######## pipe_hazard_ctrl_flat ########
pipe_hazard_ctrl_flat/m1.png
Cells faint in the background.
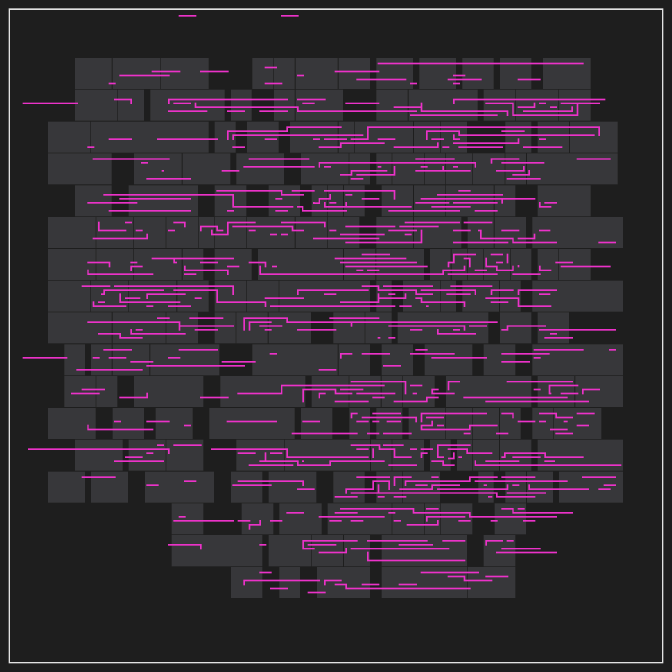

--- src/rtl/pipe_hazard_ctrl_if.sv ---
// ---------------------------------------------------------------------------
// pipe_hazard_ctrl_if
// Bundle of pipeline observation inputs and hold/bubble control outputs that
// run between the five-stage pipeline and the hazard sequencer.
//   slave  : the hazard controller (observes ID/EX/MEM, drives controls)
//   master : the pipeline / data memory side (drives observations)
// Signals:
//   id_rs1/id_rs2 (5), id_rs1_used/id_rs2_used : ID source operands
//   idex_regD (5), idex_is_load                 : instruction in EX
//   ex_branch_taken                             : branch in EX resolved taken
//   exmem_mem_op, dmem_ready, dmem_req          : MEM access handshake
//   pc_stall, ifid_stall, idex_stall, exmem_stall : hold controls
//   ifid_flush, idex_flush, memwb_bubble        : bubble controls
//   mem_err                                     : sticky memory timeout
// ---------------------------------------------------------------------------
interface pipe_hazard_if;
   logic [4:0] id_rs1;
   logic [4:0] id_rs2;
   logic       id_rs1_used;
   logic       id_rs2_used;
   logic [4:0] idex_regD;
   logic       idex_is_load;
   logic       ex_branch_taken;
   logic       exmem_mem_op;
   logic       dmem_ready;
   logic       dmem_req;
   logic       pc_stall;
   logic       ifid_stall;
   logic       idex_stall;
   logic       exmem_stall;
   logic       ifid_flush;
   logic       idex_flush;
   logic       memwb_bubble;
   logic       mem_err;

   modport slave (
      input  id_rs1, id_rs2, id_rs1_used, id_rs2_used, idex_regD, idex_is_load,
             ex_branch_taken, exmem_mem_op, dmem_ready,
      output dmem_req, pc_stall, ifid_stall, idex_stall, exmem_stall,
             ifid_flush, idex_flush, memwb_bubble, mem_err
   );

   modport master (
      output id_rs1, id_rs2, id_rs1_used, id_rs2_used, idex_regD, idex_is_load,
             ex_branch_taken, exmem_mem_op, dmem_ready,
      input  dmem_req, pc_stall, ifid_stall, idex_stall, exmem_stall,
             ifid_flush, idex_flush, memwb_bubble, mem_err
   );
endinterface

--- src/rtl/pipe_hazard_ctrl.sv ---
// ---------------------------------------------------------------------------
// pipe_hazard_ctrl
// Stall/flush sequencer for the five-stage integer pipeline: load-use
// interlock, taken-branch wrong-path kill, and multi-cycle data memory
// accesses with a timeout into a sticky error state.
// Ports:
//   clk, reset  : clock, synchronous active-high reset
//   hz          : pipe_hazard_if.slave (observations in, controls out)
//   stall_cycles, kill_count (CNT_WIDTH) : performance counters, present
//                 only when the PIPE_CTRL_PERF_EN macro is defined
// Parameters:
//   MEM_TIMEOUT : MEM_WAIT cycles without dmem_ready before MEM_ERR (1..1023)
//   CNT_WIDTH   : performance counter width
// All controls are combinational from state and inputs, forced to 0 while
// reset is high.
// ---------------------------------------------------------------------------
module pipe_hazard_ctrl #(
   parameter int MEM_TIMEOUT = 255,
   parameter int CNT_WIDTH   = 32
) (
   input  logic                 clk,
   input  logic                 reset,
   pipe_hazard_if.slave         hz
`ifdef PIPE_CTRL_PERF_EN
   ,
   output logic [CNT_WIDTH-1:0] stall_cycles,
   output logic [CNT_WIDTH-1:0] kill_count
`endif
);

   typedef enum logic [1:0] {RUN, MEM_WAIT, MEM_ERR} state_t;

   localparam logic [9:0] TIMEOUT = 10'(MEM_TIMEOUT);

   state_t     r_state, w_state_nxt;
   logic [9:0] r_wait_cnt, w_wait_nxt;
   logic       r_kill_pending, w_kill_nxt;

   logic w_load_use;
   logic w_req, w_pc_s, w_ifid_s, w_idex_s, w_exmem_s;
   logic w_ifid_f, w_idex_f, w_mwb, w_err;

   // Register 0 is hard-wired, so a load into x0 never creates a hazard.
   assign w_load_use = hz.idex_is_load && (hz.idex_regD != 5'd0) &&
                       ((hz.id_rs1_used && (hz.id_rs1 == hz.idex_regD)) ||
                        (hz.id_rs2_used && (hz.id_rs2 == hz.idex_regD)));

   always_comb begin
      w_state_nxt = r_state;
      w_wait_nxt  = r_wait_cnt;
      w_kill_nxt  = r_kill_pending;
      w_req       = 1'b0;
      w_pc_s      = 1'b0;
      w_ifid_s    = 1'b0;
      w_idex_s    = 1'b0;
      w_exmem_s   = 1'b0;
      w_ifid_f    = 1'b0;
      w_idex_f    = 1'b0;
      w_mwb       = 1'b0;
      w_err       = 1'b0;
      if (!reset) begin
         case (r_state)
            RUN: begin
               w_req = hz.exmem_mem_op;
               if (hz.exmem_mem_op && !hz.dmem_ready) begin
                  // Branch/load-use are ignored: everything is frozen and
                  // gets re-evaluated once the access completes.
                  {w_pc_s, w_ifid_s, w_idex_s, w_exmem_s, w_mwb} = '1;
                  w_state_nxt = MEM_WAIT;
                  w_wait_nxt  = 10'd1;
               end else if (w_load_use) begin
                  w_pc_s   = 1'b1;
                  w_ifid_s = 1'b1;
                  w_idex_f = 1'b1;
                  // Delay slot is held this cycle; the wrong-path kill is
                  // deferred to the next free cycle.
                  if (hz.ex_branch_taken) w_kill_nxt = 1'b1;
               end else if (hz.ex_branch_taken || r_kill_pending) begin
                  w_ifid_f   = 1'b1;
                  w_kill_nxt = 1'b0;
               end
            end
            MEM_WAIT: begin
               w_req = 1'b1;
               // The ready cycle lets MEM retire, so it is not stalled;
               // otherwise the held access would be re-requested in RUN.
               if (hz.dmem_ready) begin
                  w_state_nxt = RUN;
                  w_wait_nxt  = 10'd0;
               end else begin
                  {w_pc_s, w_ifid_s, w_idex_s, w_exmem_s, w_mwb} = '1;
                  if (r_wait_cnt == TIMEOUT)
                     w_state_nxt = MEM_ERR;
                  else if (r_wait_cnt != 10'h3FF)
                     w_wait_nxt = r_wait_cnt + 10'd1;
               end
            end
            MEM_ERR: begin
               {w_pc_s, w_ifid_s, w_idex_s, w_exmem_s} = '1;
               {w_ifid_f, w_idex_f, w_mwb, w_err}      = '1;
            end
            default: w_state_nxt = RUN;
         endcase
      end
   end

   always_ff @(posedge clk) begin
      if (reset) begin
         r_state        <= RUN;
         r_wait_cnt     <= 10'd0;
         r_kill_pending <= 1'b0;
      end else begin
         r_state        <= w_state_nxt;
         r_wait_cnt     <= w_wait_nxt;
         r_kill_pending <= w_kill_nxt;
      end
   end

   assign hz.dmem_req     = w_req;
   assign hz.pc_stall     = w_pc_s;
   assign hz.ifid_stall   = w_ifid_s;
   assign hz.idex_stall   = w_idex_s;
   assign hz.exmem_stall  = w_exmem_s;
   assign hz.ifid_flush   = w_ifid_f;
   assign hz.idex_flush   = w_idex_f;
   assign hz.memwb_bubble = w_mwb;
   assign hz.mem_err      = w_err;

`ifdef PIPE_CTRL_PERF_EN
   logic [CNT_WIDTH-1:0] r_stall_cycles, r_kill_count;

   always_ff @(posedge clk) begin
      if (reset) begin
         r_stall_cycles <= '0;
         r_kill_count   <= '0;
      end else begin
         if (w_pc_s)
            r_stall_cycles <= r_stall_cycles + CNT_WIDTH'(1);
         if (w_ifid_f && (r_state == RUN))
            r_kill_count <= r_kill_count + CNT_WIDTH'(1);
      end
   end

   assign stall_cycles = r_stall_cycles;
   assign kill_count   = r_kill_count;
`endif

endmodule

--- src/flat_wrapper.sv ---
// flat-port wrapper written by rule: the top's interface ports become plain ports
module pipe_hazard_ctrl_flat 
#(
   parameter int MEM_TIMEOUT = 255,
   parameter int CNT_WIDTH   = 32
)
  (clk, reset, hz_id_rs1, hz_id_rs2, hz_id_rs1_used, hz_id_rs2_used, hz_idex_regD, hz_idex_is_load, hz_ex_branch_taken, hz_exmem_mem_op, hz_dmem_ready, hz_dmem_req, hz_pc_stall, hz_ifid_stall, hz_idex_stall, hz_exmem_stall, hz_ifid_flush, hz_idex_flush, hz_memwb_bubble, hz_mem_err);
  pipe_hazard_if hz_i ();
  input  logic clk;
  input  logic reset;
  input wire logic [$bits(hz_i.id_rs1)-1:0] hz_id_rs1;
  input wire logic [$bits(hz_i.id_rs2)-1:0] hz_id_rs2;
  input wire logic [$bits(hz_i.id_rs1_used)-1:0] hz_id_rs1_used;
  input wire logic [$bits(hz_i.id_rs2_used)-1:0] hz_id_rs2_used;
  input wire logic [$bits(hz_i.idex_regD)-1:0] hz_idex_regD;
  input wire logic [$bits(hz_i.idex_is_load)-1:0] hz_idex_is_load;
  input wire logic [$bits(hz_i.ex_branch_taken)-1:0] hz_ex_branch_taken;
  input wire logic [$bits(hz_i.exmem_mem_op)-1:0] hz_exmem_mem_op;
  input wire logic [$bits(hz_i.dmem_ready)-1:0] hz_dmem_ready;
  output wire logic [$bits(hz_i.dmem_req)-1:0] hz_dmem_req;
  output wire logic [$bits(hz_i.pc_stall)-1:0] hz_pc_stall;
  output wire logic [$bits(hz_i.ifid_stall)-1:0] hz_ifid_stall;
  output wire logic [$bits(hz_i.idex_stall)-1:0] hz_idex_stall;
  output wire logic [$bits(hz_i.exmem_stall)-1:0] hz_exmem_stall;
  output wire logic [$bits(hz_i.ifid_flush)-1:0] hz_ifid_flush;
  output wire logic [$bits(hz_i.idex_flush)-1:0] hz_idex_flush;
  output wire logic [$bits(hz_i.memwb_bubble)-1:0] hz_memwb_bubble;
  output wire logic [$bits(hz_i.mem_err)-1:0] hz_mem_err;
  assign hz_i.id_rs1 = hz_id_rs1;
  assign hz_i.id_rs2 = hz_id_rs2;
  assign hz_i.id_rs1_used = hz_id_rs1_used;
  assign hz_i.id_rs2_used = hz_id_rs2_used;
  assign hz_i.idex_regD = hz_idex_regD;
  assign hz_i.idex_is_load = hz_idex_is_load;
  assign hz_i.ex_branch_taken = hz_ex_branch_taken;
  assign hz_i.exmem_mem_op = hz_exmem_mem_op;
  assign hz_i.dmem_ready = hz_dmem_ready;
  assign hz_dmem_req = hz_i.dmem_req;
  assign hz_pc_stall = hz_i.pc_stall;
  assign hz_ifid_stall = hz_i.ifid_stall;
  assign hz_idex_stall = hz_i.idex_stall;
  assign hz_exmem_stall = hz_i.exmem_stall;
  assign hz_ifid_flush = hz_i.ifid_flush;
  assign hz_idex_flush = hz_i.idex_flush;
  assign hz_memwb_bubble = hz_i.memwb_bubble;
  assign hz_mem_err = hz_i.mem_err;
  pipe_hazard_ctrl #(.MEM_TIMEOUT(MEM_TIMEOUT), .CNT_WIDTH(CNT_WIDTH)) u_core (.clk(clk), .reset(reset), .hz(hz_i));
endmodule
--- config.mk ---
export PLATFORM = sky130hd
export DESIGN_NAME = pipe_hazard_ctrl_flat
export DESIGN_NICKNAME = d
export VERILOG_FILES = /design/src/rtl/pipe_hazard_ctrl_if.sv /design/src/rtl/pipe_hazard_ctrl.sv /design/src/flat_wrapper.sv
export SDC_FILE = /design/constraint.sdc
export NUM_CORES = 1
export LEC_CHECK = 0
export CORE_MARGIN = 3
export CORE_UTILIZATION = 41
export DETAILED_ROUTE_END_ITERATION = 10
export PLACE_DENSITY = 0.75
export SLEW_MARGIN = 20
export SYNTH_ARGS = -nofsm -noshare
export SYNTH_HDL_FRONTEND = slang
export SYNTH_SLANG_ARGS = --single-unit
--- constraint.sdc ---
create_clock -name clk -period 1.63 [get_ports clk]
set_input_delay 0.326 -clock clk [delete_from_list [all_inputs] [get_ports clk]]
set_output_delay 0.326 -clock clk [all_outputs]
set_load 0.01 [all_outputs]
######## down_counter_flat ########
`config.mk`:
```
export PLATFORM = sky130hd
export DESIGN_NAME = down_counter_flat
export DESIGN_NICKNAME = d
export VERILOG_FILES = /design/src/rtl/down_counter_if.sv /design/src/rtl/down_counter.sv /design/src/flat_wrapper.sv
export SDC_FILE = /design/constraint.sdc
export NUM_CORES = 1
export LEC_CHECK = 0
export ABC_AREA = 1
export CORE_ASPECT_RATIO = 1.2
export CORE_MARGIN = 3
export CORE_UTILIZATION = 51
export DETAILED_ROUTE_END_ITERATION = 12
export PLACE_DENSITY = 0.79
export SYNTH_ARGS = -nofsm -noshare
export SYNTH_HDL_FRONTEND = slang
export SYNTH_SLANG_ARGS = --single-unit
```
`constraint.sdc`:
```
create_clock -name clock -period 1.7 [get_ports clock]
set_input_delay 0.255 -clock clock [delete_from_list [all_inputs] [get_ports clock]]
set_output_delay 0.255 -clock clock [all_outputs]
set_load 0.02 [all_outputs]
```
`src/rtl/down_counter_if.sv`:
```
// Control and status bundle for down_counter: load/clear/enable commands in,
// registered count and status flags out.
interface down_counter_if #(
  parameter int WIDTH = 8
);
  logic             clear;
  logic             load;
  logic [WIDTH-1:0] iLoadValue;
  logic             enable;
  logic             iAutoReload;
  logic [WIDTH-1:0] oResult;
  logic             oZero;
  logic             oDone;
  logic             oBusy;

  modport master (
    output clear, load, iLoadValue, enable, iAutoReload,
    input  oResult, oZero, oDone, oBusy
  );

  modport slave (
    input  clear, load, iLoadValue, enable, iAutoReload,
    output oResult, oZero, oDone, oBusy
  );
endinterface

```
`src/rtl/down_counter.sv`:
```
// Loadable down counter with one-shot or periodic reload, a registered
// terminal-count pulse and an IDLE/RUN state machine.
module down_counter #(
  parameter int WIDTH = 8
) (
  input  logic         clock,
  input  logic         reset,
  down_counter_if.slave bus
);

  typedef enum logic {
    IDLE = 1'b0,
    RUN  = 1'b1
  } state_t;

  localparam logic [WIDTH-1:0] ZERO = '0;
  localparam logic [WIDTH-1:0] ONE  = WIDTH'(1);

  state_t           state_reg;
  state_t           state_next;
  logic [WIDTH-1:0] count_reg;
  logic [WIDTH-1:0] count_next;
  logic [WIDTH-1:0] reload_reg;
  logic [WIDTH-1:0] reload_next;
  logic             done_reg;
  logic             done_next;

  always_ff @(posedge clock or posedge reset) begin
    if (reset) begin
      state_reg  <= IDLE;
      count_reg  <= ZERO;
      reload_reg <= ZERO;
      done_reg   <= 1'b0;
    end else begin
      state_reg  <= state_next;
      count_reg  <= count_next;
      reload_reg <= reload_next;
      done_reg   <= done_next;
    end
  end

  // Priority is clear, then load, then counting; only the counting branch
  // can raise done, so a colliding load/clear suppresses the pulse.
  always_comb begin
    state_next  = state_reg;
    count_next  = count_reg;
    reload_next = reload_reg;
    done_next   = 1'b0;

    if (bus.clear) begin
      state_next = IDLE;
      count_next = ZERO;
    end else if (bus.load) begin
      count_next  = bus.iLoadValue;
      reload_next = bus.iLoadValue;
      state_next  = (bus.iLoadValue != ZERO) ? RUN : IDLE;
    end else begin
      case (state_reg)
        RUN: begin
          if (bus.enable) begin
            if (count_reg == ONE) begin
              done_next = 1'b1;
              if (bus.iAutoReload) begin
                count_next = reload_reg;
              end else begin
                count_next = ZERO;
                state_next = IDLE;
              end
            end else if (count_reg == ZERO) begin
              // Unreachable in normal use; never let RUN wrap below zero.
              state_next = IDLE;
            end else begin
              count_next = count_reg - ONE;
            end
          end
        end
        default: begin
          state_next = IDLE;
        end
      endcase
    end
  end

  assign bus.oResult = count_reg;
  assign bus.oZero   = (count_reg == ZERO);
  assign bus.oDone   = done_reg;
  assign bus.oBusy   = (state_reg == RUN);

endmodule

```
`src/flat_wrapper.sv`:
```
// flat-port wrapper written by rule: the top's interface ports become plain ports
module down_counter_flat 
#(
  parameter int WIDTH = 8
)
  (clock, reset, bus_clear, bus_load, bus_iLoadValue, bus_enable, bus_iAutoReload, bus_oResult, bus_oZero, bus_oDone, bus_oBusy);
  down_counter_if #(.WIDTH(WIDTH)) bus_i ();
  input  logic clock;
  input  logic reset;
  input wire logic [$bits(bus_i.clear)-1:0] bus_clear;
  input wire logic [$bits(bus_i.load)-1:0] bus_load;
  input wire logic [$bits(bus_i.iLoadValue)-1:0] bus_iLoadValue;
  input wire logic [$bits(bus_i.enable)-1:0] bus_enable;
  input wire logic [$bits(bus_i.iAutoReload)-1:0] bus_iAutoReload;
  output wire logic [$bits(bus_i.oResult)-1:0] bus_oResult;
  output wire logic [$bits(bus_i.oZero)-1:0] bus_oZero;
  output wire logic [$bits(bus_i.oDone)-1:0] bus_oDone;
  output wire logic [$bits(bus_i.oBusy)-1:0] bus_oBusy;
  assign bus_i.clear = bus_clear;
  assign bus_i.load = bus_load;
  assign bus_i.iLoadValue = bus_iLoadValue;
  assign bus_i.enable = bus_enable;
  assign bus_i.iAutoReload = bus_iAutoReload;
  assign bus_oResult = bus_i.oResult;
  assign bus_oZero = bus_i.oZero;
  assign bus_oDone = bus_i.oDone;
  assign bus_oBusy = bus_i.oBusy;
  down_counter #(.WIDTH(WIDTH)) u_core (.clock(clock), .reset(reset), .bus(bus_i));
endmodule
```
######## regfile_write_arbiter ########
<file path="src/rtl/regfile_write_arbiter.sv">
// Register-file write-port arbiter: three requesters (ALU, load, multdiv)
// share one write port. Round-robin grant, one-cycle registered issue stage.

// Per-requester slice: unpacks the flat request buses and decides whether
// a write from this lane is actually issued (register 0 may be dropped).
module regfile_write_arbiter_lane #(
  parameter int DROP_R0 = 1
) (
  input  logic        valid,
  input  logic [4:0]  rd_in,
  input  logic [31:0] data_in,
  output logic        cand,
  output logic        issue_ok,
  output logic [4:0]  rd_out,
  output logic [31:0] data_out
);
  assign cand     = valid;
  assign issue_ok = !((DROP_R0 != 0) && (rd_in == 5'd0));
  assign rd_out   = rd_in;
  assign data_out = data_in;
endmodule

module regfile_write_arbiter #(
  parameter int DROP_R0 = 1
) (
  input  logic        clock,
  input  logic        reset,
  input  logic        hold,
  input  logic [2:0]  req_valid,
  input  logic [14:0] req_reg,
  input  logic [95:0] req_data,
  output logic [2:0]  req_ready,
  output logic        ctrl_writeEnable,
  output logic [4:0]  ctrl_writeReg,
  output logic [31:0] data_writeReg,
  output logic [31:0] busy_mask,
  output logic [1:0]  grant_id
);
  localparam int NUM_REQ = 3;
  localparam int RW      = 5;
  localparam int DW      = 32;
  localparam int STAGES  = 0;

  typedef struct packed {
    logic [RW-1:0] rd;
    logic [DW-1:0] data;
    logic          wr;
  } wr_req_t;

  logic [NUM_REQ-1:0]         cand;
  logic [NUM_REQ-1:0]         issue_ok;
  logic [NUM_REQ-1:0][RW-1:0] lane_rd;
  logic [NUM_REQ-1:0][DW-1:0] lane_data;

  logic [1:0]        ptr;
  logic [2:0]        idx;
  logic              found;
  logic [1:0]        win;
  logic              grant;
  wr_req_t           nxt;
  logic [STAGES:0]   vld_pipe;

  for (genvar g = 0; g < NUM_REQ; g++) begin : g_lane
    regfile_write_arbiter_lane #(.DROP_R0(DROP_R0)) u_lane (
      .valid    (req_valid[g]),
      .rd_in    (req_reg[RW*g +: RW]),
      .data_in  (req_data[DW*g +: DW]),
      .cand     (cand[g]),
      .issue_ok (issue_ok[g]),
      .rd_out   (lane_rd[g]),
      .data_out (lane_data[g])
    );
  end

  // Round-robin search: first valid lane at or after ptr, wrapping 2->0.
  always_comb begin
    found = 1'b0;
    win   = 2'd0;
    idx   = 3'd0;
    for (int k = 0; k < NUM_REQ; k++) begin
      idx = {1'b0, ptr} + 3'(k);
      if (idx >= 3'(NUM_REQ)) idx = idx - 3'(NUM_REQ);
      if (!found && cand[idx[1:0]]) begin
        found = 1'b1;
        win   = idx[1:0];
      end
    end
  end

  assign grant = found && !hold && !reset;

  // One-hot ready to the winner; nothing while stalled or in reset.
  always_comb begin
    req_ready = '0;
    if (grant) req_ready[win] = 1'b1;
  end

  assign nxt.rd   = lane_rd[win];
  assign nxt.data = lane_data[win];
  assign nxt.wr   = issue_ok[win];

  // Issue stage: a dropped r0 write still advances ptr/grant_id but leaves
  // the register-file outputs untouched and write enable low.
  always_ff @(posedge clock or posedge reset) begin
    if (reset) begin
      ptr           <= 2'd0;
      grant_id      <= 2'd3;
      vld_pipe      <= '0;
      ctrl_writeReg <= '0;
      data_writeReg <= '0;
    end else begin
      vld_pipe[0] <= grant && nxt.wr;
      if (grant) begin
        ptr      <= (win == 2'(NUM_REQ-1)) ? 2'd0 : win + 2'd1;
        grant_id <= win;
        if (nxt.wr) begin
          ctrl_writeReg <= nxt.rd;
          data_writeReg <= nxt.data;
        end
      end
    end
  end

  assign ctrl_writeEnable = vld_pipe[STAGES];
  assign busy_mask        = ctrl_writeEnable ? (32'd1 << ctrl_writeReg) : 32'd0;
endmodule

</file>
<file path="config.mk">
export PLATFORM = sky130hd
export DESIGN_NAME = regfile_write_arbiter
export DESIGN_NICKNAME = d
export VERILOG_FILES = /design/src/rtl/regfile_write_arbiter.sv
export SDC_FILE = /design/constraint.sdc
export NUM_CORES = 1
export LEC_CHECK = 0
export CORE_ASPECT_RATIO = 1.4
export CORE_MARGIN = 4
export CORE_UTILIZATION = 35
export DETAILED_ROUTE_END_ITERATION = 10
export GPL_TIMING_DRIVEN = 0
export PLACE_DENSITY = 0.74
export SYNTH_ARGS = -nofsm -noshare
export SYNTH_HDL_FRONTEND = slang
export SYNTH_SLANG_ARGS = --single-unit
</file>
<file path="constraint.sdc">
create_clock -name clock -period 3.3 [get_ports clock]
set_input_delay 0.66 -clock clock [delete_from_list [all_inputs] [get_ports clock]]
set_output_delay 0.66 -clock clock [all_outputs]
set_load 0.02 [all_outputs]
</file>
######## kbonacci_gen_flat ########
[config.mk]
export PLATFORM = sky130hd
export DESIGN_NAME = kbonacci_gen_flat
export DESIGN_NICKNAME = d
export VERILOG_FILES = /design/src/rtl/kbonacci_pkg.sv /design/src/rtl/kbonacci_if.sv /design/src/rtl/kbon_tap_sum.sv /design/src/rtl/kbonacci_gen.sv /design/src/flat_wrapper.sv
export SDC_FILE = /design/constraint.sdc
export NUM_CORES = 1
export LEC_CHECK = 0
export CAP_MARGIN = 20
export CORE_MARGIN = 3
export CORE_UTILIZATION = 57
export CTS_CLUSTER_SIZE = 28
export DETAILED_ROUTE_END_ITERATION = 8
export PLACE_DENSITY = 0.81
export SLEW_MARGIN = 0
export SYNTH_ARGS = -nofsm -noshare
export SYNTH_HDL_FRONTEND = slang
export SYNTH_SLANG_ARGS = --single-unit
[constraint.sdc]
create_clock -name clk -period 3 [get_ports clk]
set_input_delay 0.9 -clock clk [delete_from_list [all_inputs] [get_ports clk]]
set_output_delay 0.9 -clock clk [all_outputs]
set_load 0.005 [all_outputs]
[src/rtl/kbonacci_pkg.sv]
// -----------------------------------------------------------------------------
// kbonacci_pkg
// Shared types and helpers for the order-K additive recurrence generator.
//   state_t  : FSM state encoding (IDLE, RUN, DONE)
//   sum_w    : width of the full-precision window sum (WIDTH + clog2(ORDER))
//   order_ok : legality check for the recurrence order (2..8)
// -----------------------------------------------------------------------------
package kbonacci_pkg;

  typedef enum logic [1:0] {
    IDLE = 2'd0,
    RUN  = 2'd1,
    DONE = 2'd2
  } state_t;

  localparam int ORDER_MIN = 2;
  localparam int ORDER_MAX = 8;

  // Width needed to hold the sum of ORDER terms of WIDTH bits without loss.
  function automatic int sum_w(input int width, input int order);
    return width + $clog2(order);
  endfunction

  function automatic bit order_ok(input int order);
    return (order >= ORDER_MIN) && (order <= ORDER_MAX);
  endfunction

endpackage

[src/rtl/kbonacci_if.sv]
// -----------------------------------------------------------------------------
// kbonacci_if
// Single-beat valid/ack term link.
//   valid_o : producer holds a valid term
//   out     : term value (WIDTH bits)
//   idx_o   : term index (CNT_W bits)
//   ack_i   : consumer accepts the term this cycle
// master = producer (generator), slave = consumer.
// -----------------------------------------------------------------------------
interface kbonacci_if #(
  parameter int WIDTH = 32,
  parameter int CNT_W = 16
);
  logic             valid_o;
  logic             ack_i;
  logic [WIDTH-1:0] out;
  logic [CNT_W-1:0] idx_o;

  modport master (output valid_o, output out, output idx_o, input ack_i);
  modport slave  (input valid_o, input out, input idx_o, output ack_i);
endinterface

[src/rtl/kbon_tap_sum.sv]
// -----------------------------------------------------------------------------
// kbon_tap_sum
// Combinational ORDER-input adder over the recurrence window.
//   win_i  : ORDER terms of WIDTH bits
//   sum_o  : full-precision sum, sum_w(WIDTH, ORDER) bits
//   ovf_o  : any sum bit above WIDTH-1 is set
// -----------------------------------------------------------------------------
module kbon_tap_sum
  import kbonacci_pkg::*;
#(
  parameter int WIDTH = 32,
  parameter int ORDER = 2
) (
  input  logic [ORDER-1:0][WIDTH-1:0]     win_i,
  output logic [sum_w(WIDTH, ORDER)-1:0]  sum_o,
  output logic                            ovf_o
);

  localparam int SW = sum_w(WIDTH, ORDER);

  always_comb begin
    sum_o = '0;
    for (int i = 0; i < ORDER; i++) begin
      sum_o = sum_o + SW'(win_i[i]);
    end
    ovf_o = |sum_o[SW-1:WIDTH];
  end

endmodule

[src/rtl/kbonacci_gen.sv]
// -----------------------------------------------------------------------------
// kbonacci_gen
// Order-K additive recurrence generator (K=2 Fibonacci, K=3 Tribonacci, ...).
// The first ORDER terms equal SEED; each later term is the sum of the previous
// ORDER terms. Terms leave on a valid/ack link with back-pressure.
//
// Ports:
//   clk, rst : clock, synchronous active-high reset
//   start    : start a sequence (only honoured in IDLE)
//   count_i  : number of terms to emit, latched at start; 0 = unbounded
//   term_if  : kbonacci_if.master (valid_o, out, idx_o, ack_i)
//   busy_o   : high in RUN
//   done_o   : one-cycle pulse when a sequence ends
//   ovf_o    : sticky sum overflow flag, cleared by start
//
// Build option KBONACCI_OVF_HALT_EN:
//   defined   - an overflowing term is not emitted; the sequence ends instead.
//   undefined - the term is emitted truncated to WIDTH and the sequence goes on.
// -----------------------------------------------------------------------------
module kbonacci_gen
  import kbonacci_pkg::*;
#(
  parameter int WIDTH = 32,
  parameter int ORDER = 2,
  parameter int SEED  = 1,
  parameter int CNT_W = 16
) (
  input  logic             clk,
  input  logic             rst,
  input  logic             start,
  input  logic [CNT_W-1:0] count_i,
  kbonacci_if.master       term_if,
  output logic             busy_o,
  output logic             done_o,
  output logic             ovf_o
);

  localparam int                SW     = sum_w(WIDTH, ORDER);
  localparam logic [WIDTH-1:0]  SEED_W = WIDTH'(SEED);

  if (!order_ok(ORDER)) begin : g_bad_order
    $error("kbonacci_gen: ORDER must lie in 2..8");
  end

  state_t                     state_q, state_d;
  logic [ORDER-1:0][WIDTH-1:0] win_q, win_d;     // win_q[0] is the newest term
  logic [WIDTH-1:0]           out_q, out_d;
  logic [CNT_W-1:0]           idx_q, idx_d;
  logic [CNT_W-1:0]           cnt_q, cnt_d;
  logic                       ovf_q, ovf_d;
  // Seed terms still to emit after the current one. A counter rather than an
  // idx compare, so that idx wrap in unbounded mode never re-enters seeding.
  logic [3:0]                 seeds_q, seeds_d;

  logic [SW-1:0]              sum;
  logic                       sum_ovf;
  logic                       beat, last, seed_phase, term_ovf, advance;
  logic [CNT_W-1:0]           idx_inc;
  logic [WIDTH-1:0]           next_term;

  kbon_tap_sum #(.WIDTH(WIDTH), .ORDER(ORDER)) u_tap_sum (
    .win_i (win_q),
    .sum_o (sum),
    .ovf_o (sum_ovf)
  );

  assign beat       = (state_q == RUN) && term_if.ack_i;
  assign idx_inc    = idx_q + 1'b1;
  assign last       = (cnt_q != '0) && (idx_inc == cnt_q);
  assign seed_phase = (seeds_q != '0);
  assign next_term  = seed_phase ? SEED_W : sum[WIDTH-1:0];
  assign term_ovf   = !seed_phase && sum_ovf;

  always_comb begin
    state_d = state_q;
    win_d   = win_q;
    out_d   = out_q;
    idx_d   = idx_q;
    cnt_d   = cnt_q;
    ovf_d   = ovf_q;
    seeds_d = seeds_q;
    advance = 1'b0;

    case (state_q)
      IDLE: begin
        if (start) begin
          cnt_d   = count_i;
          win_d   = {ORDER{SEED_W}};
          out_d   = SEED_W;
          idx_d   = '0;
          ovf_d   = 1'b0;
          seeds_d = 4'(ORDER - 1);
          state_d = RUN;
        end
      end
      RUN: begin
        if (beat) begin
          if (last) begin
            state_d = DONE;
          end else begin
            if (term_ovf) ovf_d = 1'b1;
`ifdef KBONACCI_OVF_HALT_EN
            if (term_ovf) state_d = DONE;
            else          advance = 1'b1;
`else
            advance = 1'b1;
`endif
          end
        end
      end
      DONE:    state_d = IDLE;
      default: state_d = IDLE;
    endcase

    if (advance) begin
      win_d = {win_q[ORDER-2:0], next_term};
      out_d = next_term;
      idx_d = idx_inc;
      if (seed_phase) seeds_d = seeds_q - 1'b1;
    end
  end

  always_ff @(posedge clk) begin
    if (rst) begin
      state_q <= IDLE;
      win_q   <= '0;
      out_q   <= '0;
      idx_q   <= '0;
      cnt_q   <= '0;
      ovf_q   <= 1'b0;
      seeds_q <= '0;
    end else begin
      state_q <= state_d;
      win_q   <= win_d;
      out_q   <= out_d;
      idx_q   <= idx_d;
      cnt_q   <= cnt_d;
      ovf_q   <= ovf_d;
      seeds_q <= seeds_d;
    end
  end

  assign term_if.valid_o = (state_q == RUN);
  assign term_if.out     = out_q;
  assign term_if.idx_o   = idx_q;
  assign busy_o          = (state_q == RUN);
  assign done_o          = (state_q == DONE);
  assign ovf_o           = ovf_q;

endmodule
[src/flat_wrapper.sv]
// flat-port wrapper written by rule: the top's interface ports become plain ports
module kbonacci_gen_flat import kbonacci_pkg::*;
#(
  parameter int WIDTH = 32,
  parameter int ORDER = 2,
  parameter int SEED  = 1,
  parameter int CNT_W = 16
)
  (clk, rst, start, count_i, busy_o, done_o, ovf_o, term_if_valid_o, term_if_out, term_if_idx_o, term_if_ack_i);
  kbonacci_if #(.WIDTH(WIDTH), .CNT_W(CNT_W)) term_if_i ();
  input  logic clk;
  input  logic rst;
  input  logic start;
  input  logic [CNT_W-1:0] count_i;
  output logic busy_o;
  output logic done_o;
  output logic ovf_o;
  output wire logic [$bits(term_if_i.valid_o)-1:0] term_if_valid_o;
  output wire logic [$bits(term_if_i.out)-1:0] term_if_out;
  output wire logic [$bits(term_if_i.idx_o)-1:0] term_if_idx_o;
  input wire logic [$bits(term_if_i.ack_i)-1:0] term_if_ack_i;
  assign term_if_valid_o = term_if_i.valid_o;
  assign term_if_out = term_if_i.out;
  assign term_if_idx_o = term_if_i.idx_o;
  assign term_if_i.ack_i = term_if_ack_i;
  kbonacci_gen #(.WIDTH(WIDTH), .ORDER(ORDER), .SEED(SEED), .CNT_W(CNT_W)) u_core (.clk(clk), .rst(rst), .start(start), .count_i(count_i), .term_if(term_if_i), .busy_o(busy_o), .done_o(done_o), .ovf_o(ovf_o));
endmodule
kbonacci_gen_flat/m1.png
Cells faint in the background.
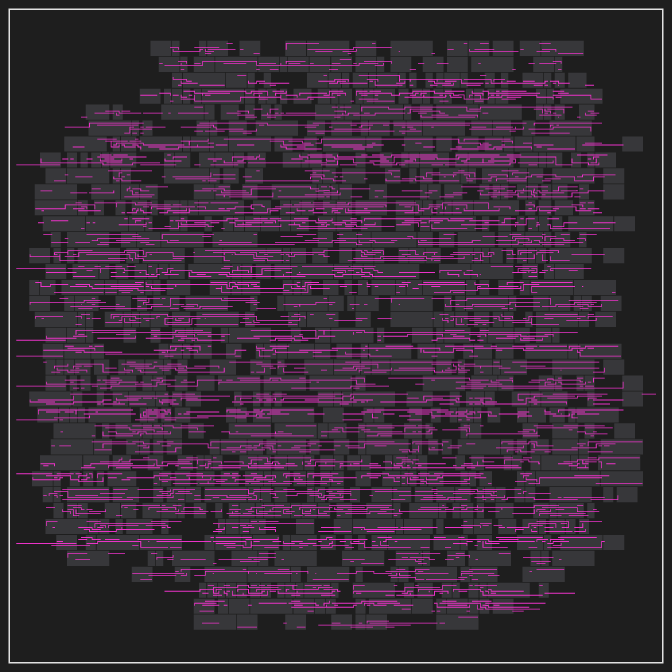
nets with wire on the layer = 838
wire length on this layer = 7290 um
main direction = horizontal
Total Wirelength: 16500 um
DR vias: 6000
global-route met1 utilization: 33.49%

==> flow_metrics.env, kbonacci_gen_flat <==
# physical design summary
export IMPL_wirelength_met1_um=7286
export IMPL_status="finished clean"
export IMPL_syn2layout_area_growth_pct=15.61
export IMPL_powerSeq_uw=1410
export IMPL_area_leaders="dfxtp_1 (33%), a21oi_1 (8.2%), ha_1 (6.7%), nand2_1 (5.9%), buf_4 (4.2%)"
export IMPL_vias_per_cell=6.116
export IMPL_fin_area_mm2=0.007303
export IMPL_synthCells=800
export IMPL_wl_met2_um=8028
export IMPL_cts_reportedPaths_clkPinSlew_ns=0.10
export IMPL_ys_flops=103
export IMPL_ys_sh_mux_pct=0.6734
export IMPL_simple_gate_share_pct=24.28
export IMPL_drcViolationCount=0
export IMPL_crit_arrival_ns=3.14
export IMPL_logic_gates=606
export IMPL_seq_area_mm2=0.002069
export IMPL_setup_worst_path_class="register to register"
export IMPL_synth_area_per_cell_um2=7.897
export IMPL_initialDrtViolationCount=413
export IMPL_finalSetupViolations=0
export IMPL_busiest_layer="met2"
export IMPL_wl_met3_um=827
export IMPL_combPwrFrac_pct=11.7
export IMPL_syn_area_mm2=0.006317
export IMPL_yosys_cell_types_count=67
export IMPL_fmax_mhz=354.2
export IMPL_highest_layer="met4"
export IMPL_postLayoutCoreUtil_pct=69.19
export IMPL_place_congestion=0.9206
export IMPL_hold_violations=0
export IMPL_p_leak_uw=0.002781
export IMPL_ctsRootBufferMaster="clkbuf_8"
export IMPL_maxCapViolCount=0
export IMPL_inv_count=14
export IMPL_place_area_mm2=0.006999
export IMPL_io_buffer_count=71
export IMPL_fill_cells=837
export IMPL_layoutNonFillerInstCount=981
export IMPL_dp_cells=962
export IMPL_tightest_slew_ns=0.4513
export IMPL_ys_cells=800
export IMPL_p_seq_share_pct=53.3
export IMPL_top_cell="a21oi_1"
==> kbonacci_gen_flat: state kept, by name (all words and copies together), names as in the netlist <==
signal / flops
u_core.cnt_q: 16
u_core.ovf_o: 1
u_core.win_q: 32
u_core.state_q: 2
u_core.seeds_q: 4
u_core.term_if.out: 32
u_core.term_if.idx_o: 16
==> kbonacci_gen_flat: worst paths after layout <==
path | slack [ns] | to
worst max register to register | 0.18 | u_core.term_if.out[30]
worst min register to register | 0.48 | u_core.win_q[46]
worst max-delay path | 0.18 | u_core.term_if.out[30]
worst min-delay path | 0.48 | u_core.win_q[46]
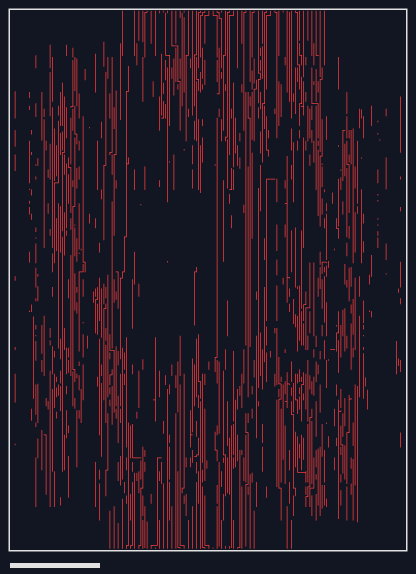
regfile_write_arbiter/m2.png
The bar under the picture is 20 um long.
wire length on this layer = 5890 um
longest straight run = 56.4 um
main direction = vertical
nets with wire on the layer = 571
share of all routed wire = 54%
DR vias: 3282
met2 Use GR: 37.83%

==> flow_metrics.env, regfile_write_arbiter <==
# physical design summary
export IMPL_status="finished clean"
export IMPL_final_cell_mix="clkdlybuf4s50_1 (185), a21oi_1 (76), mux2i_1 (40)"
export IMPL_io_pins=192
export IMPL_die_area_mm2=0.01065
export IMPL_grt_setup_unrepaired="yes"
export IMPL_p_seq_share_pct=18.8
export IMPL_whs_path_depth=2
export IMPL_area_leaders="dfrtp_1 (32%), mux2i_1 (13%), a21oi_1 (12%), mux2_4 (9.0%), mux2_2 (6.8%)"
export IMPL_finalClockSkew_ns=0.004784
export IMPL_final_setup_tns_ns=0
export IMPL_hold_violations=0
export IMPL_top_area_share_pct=31.62
export IMPL_die_w_um=88.38
export IMPL_buffers=226
export IMPL_xor_area_share_pct=0
export IMPL_top_power_group="combinational logic"
export IMPL_syn_area_mm2=0.003166
export IMPL_grt_pass1_wl_um=16980
export IMPL_synth_area_per_cell_um2=9.564
export IMPL_routedWlPerCell_um=17.00
export IMPL_synthCells=331
export IMPL_inv_count=5
export IMPL_maxCapViolCount=0
export IMPL_postSynthSeqShare_pct=33.28
export IMPL_synthAdderAreaFrac_pct=1.581
==> regfile_write_arbiter: through the flow <==
step | instances | util [%]
2_1_floorplan | 331 | -
3_3_place_gp | 627 | 59.81
3_5_place_dp | 627 | 59.81
4_1_cts | 640 | 62.92
5_1_grt | 642 | 63.36
6_report | 642 | 63.36
==> regfile_write_arbiter: sequential cells by signal (all words and copies together), names as in the netlist <==
signal	count
grant_id	2
data_writeReg	32
ptr	2
ctrl_writeReg	5
ctrl_writeEnable	1
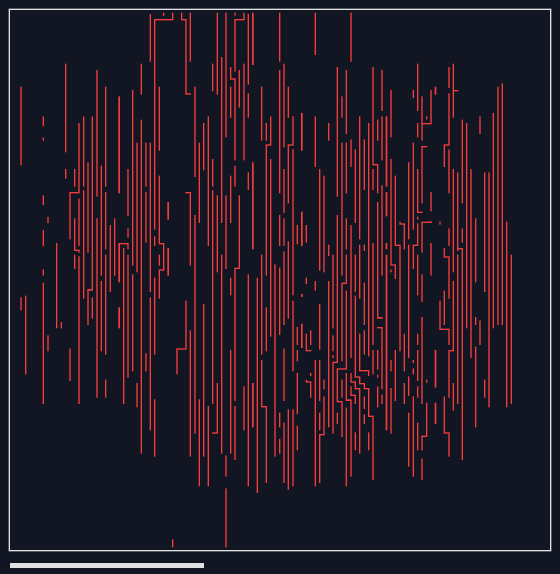
pipe_hazard_ctrl_flat/m2.png
The bar under the picture is 20 um long.
wire length on this layer = 2070 um
main direction = vertical
share of all routed wire = 56%
met2 Use GR: 42.40%
Total Wirelength: 3696 um
DR vias: 1278

Notes on pipe_hazard_ctrl_flat/m1.png above:
share of all routed wire = 36%
nets with wire on the layer = 197
longest straight run = 19.8 um
wire length on this layer = 1350 um
main direction = horizontal
global-route met1 utilization: 25.25%

==> flow_metrics.env, pipe_hazard_ctrl_flat <==
# physical design summary
export IMPL_buffers=72
export IMPL_cp_start_kind="primary input"
export IMPL_top_cell="dfxtp_1"
export IMPL_top_regs="u_core.r_wait_cnt x10, u_core.r_state x2, u_core.r_kill_pending x1"
export IMPL_status="finished, violations left"
export IMPL_min_period_ns=1.878
export IMPL_fin_crit_sh_pct=115.2
export IMPL_tool_warnings=29
export IMPL_crit_cells=8
export IMPL_wirelength_met1_um=1348
export IMPL_yosys_cell_types_count=44
export IMPL_fin_ws_ns=-0.2483
export IMPL_setup_worst_path_end_class="output port"
export IMPL_rrSetupSlack_ns=-0.18
export IMPL_powerClk_uw=215
export IMPL_top_area_cell_class="combinational gates"
export IMPL_worst_path_max_delay_cell="nor4_4"
export IMPL_vdd_drop_max_mv=0.4505
export IMPL_xor_area_share_pct=9.494
export IMPL_cts_reportedPaths_clkPinSlew_ns=0.09
export IMPL_rows=17
export IMPL_p_int_uw=578.4
export IMPL_min_to="u_core.r_kill_pending"
export IMPL_comb_area_share_pct=47.34
export IMPL_crit_buf_inv=4
export IMPL_setup_worst_path_class="primary input to output port"
export IMPL_routedWlPerCell_um=16.95
export IMPL_syn2layout_area_growth_pct=78.17
export IMPL_r2r_start="u_core.r_state[0]"
export IMPL_p_leak_uw=0.0007123
export IMPL_switchingPower_uw=253.8
export IMPL_postLayoutCoreUtil_pct=79.44
export IMPL_slew_viol_final=0
export IMPL_finalSetupViolations=17
export IMPL_ys_area_mm2=0.001015
export IMPL_violations="negative setup slack"
export IMPL_r2r_worst_path_cells=6
## pipe_hazard_ctrl_flat: cells in the final DEF, fill, tap and decap left out, types with 4 or more instances in the layout
cell             Yosys  final
nand4_1              4      4
dfxtp_2              0      4
buf_4                4     36
buf_6                2     13
a21oi_1             11      7
inv_1                4      4
dfxtp_1             13      9
dlygate4sd2_1        0      7
or3b_4               1      4
xor2_1               9      5
or4_4                1      4
clkdlybuf4s50_1      0      4
a21oi_2              1      4
nor2_1               9      7
nand3_1              6      6
buf_2                1      7
down_counter_flat/route_heat.png
The bar under the picture is 20 um long. The die is cut into 10 by 12 equal tiles; dark purple is low, yellow is high, scaled to the fullest tile. Values are wire area over tile area, all layers added.
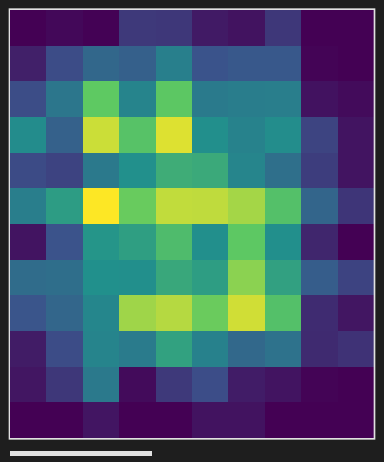
mean over tiles = 0.16
fullest tile = 0.48
densest ninth of the die = middle
nearly empty tiles = 13%
tiles over half the peak = 23%
GRT Total Usage: 21.29%
WL/cell: 12.38 um
DR vias: 1259
Total Wirelength: 3094 um

==> flow_metrics.env, down_counter_flat <==
# physical design summary
export IMPL_synth_area_per_cell_um2=7.155
export IMPL_synth_edff_count=0
export IMPL_gr_total_overflow=0
export IMPL_top_cell="nand2_1"
export IMPL_ys_cells=174
export IMPL_cp_top_family="buffers and inverters"
export IMPL_hold_violations=0
export IMPL_ctsRootBufferMaster="clkbuf_4"
export IMPL_io_pins=25
export IMPL_rows=19
export IMPL_r2r_end="u_core.bus.oResult[7]"
export IMPL_slew_viol_final=0
export IMPL_fin_area_mm2=0.001727
export IMPL_crit_cells=2
export IMPL_yosys_warnings=0
export IMPL_gr_usage_met2_pct=38.86
export IMPL_antenna_found_initial=0
export IMPL_ys_top_logic_family="simple AND/OR/NAND/NOR gates"
export IMPL_synthCells=174
export IMPL_final_cell_mix="nand2_1 (48), nand3_1 (21), inv_1 (20), buf_4 (20), clkdlybuf4s50_1 (19)"
export IMPL_clk_latency_ns=0.30
export IMPL_max_clock_path_buffers=2
export IMPL_cp_start_kind="register"
export IMPL_slowest_delay_ns=0.60
export IMPL_ys_area_mm2=0.001245
export IMPL_status="finished clean"
export IMPL_total_power_uw=1372
export IMPL_place_congestion=0.8167
export IMPL_postSynthSeqShare_pct=36.18
export IMPL_ys_sh_aoi_pct=9.045
## down_counter_flat: final cells by class
class	instances	area [um^2]	share of cell area, %
Multi-Input combinational cell	123	690.7	40.00
Tap cell	31	38.79	2.246
Timing Repair Buffer	44	397.9	23.04
Clock buffer	4	36.28	2.101
Inverter	30	112.6	6.522
Sequential cell	18	450.4	26.09
## down_counter_flat: power by group
part           leakage [uW]  switching, uW  total (uW)  internal (uW)
Clock             0.0000210            137         267            131
Combinational      0.000705            335         593            258
Sequential         0.000225           32.0         512            480

==> gallery <==
Met3 routing.
The bar under the picture is 20 um long.
shot_01.png
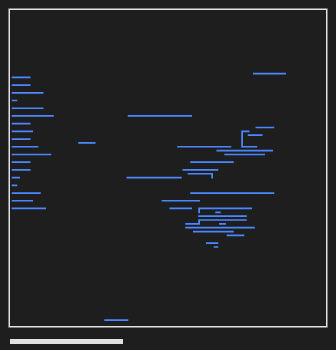
shot_02.png
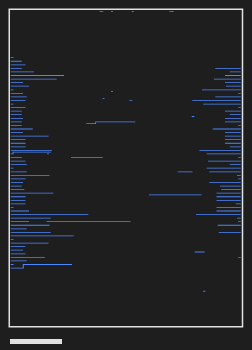
shot_03.png
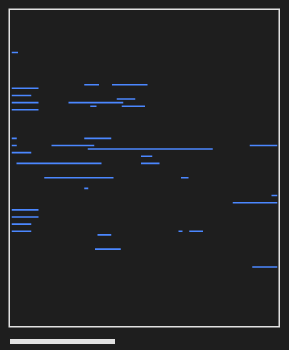
shot_04.png
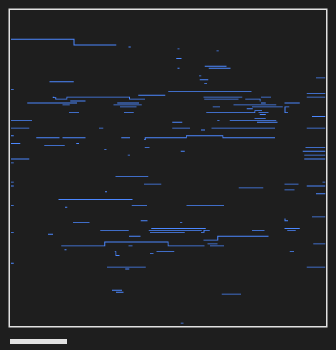
The one with the largest die is shot_04.png.
| from | picture |
|---|---|
| pipe_hazard_ctrl_flat | shot_01.png |
| kbonacci_gen_flat | shot_04.png |
| down_counter_flat | shot_03.png |
| regfile_write_arbiter | shot_02.png |



==> notes/layouts.md <==
Pictures saved along the way, in no particular order.

Clock nets.
(a)
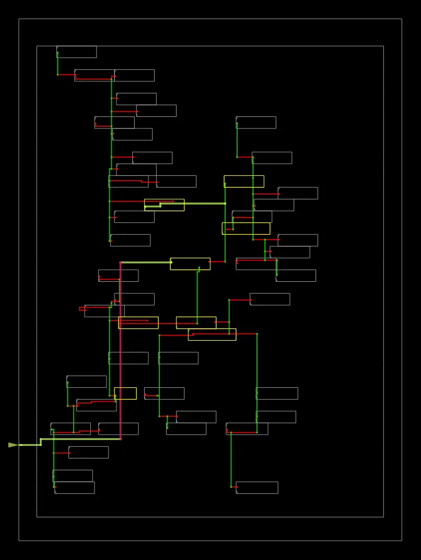
(b)
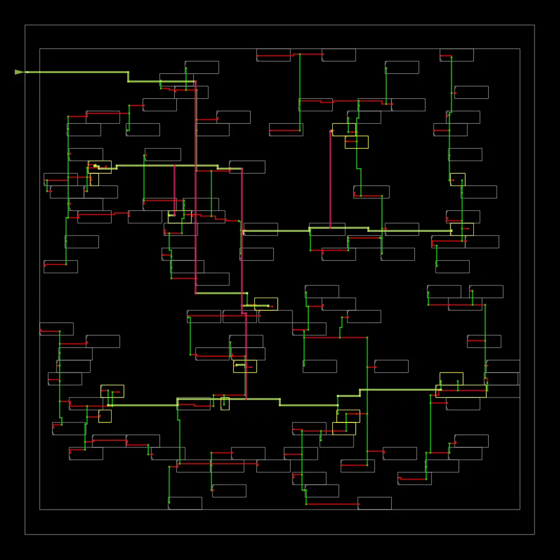
(c)
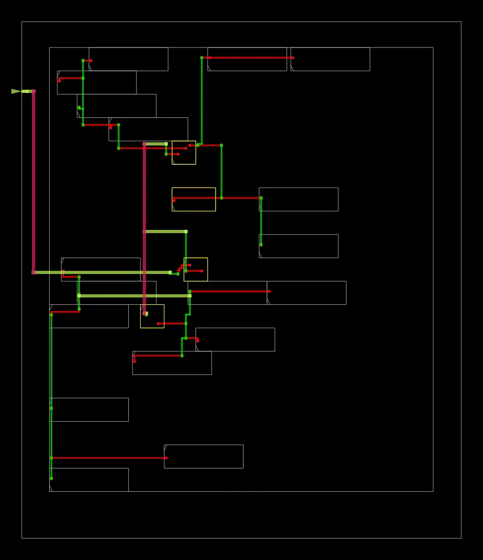
The one with the most sequential cells is (b).
The one with the fewest sequential cells is (c).
- down_counter_flat = (c)
- regfile_write_arbiter = (a)
- kbonacci_gen_flat = (b)

Power figures rest on the tool's default switching activity, not on a simulated workload.
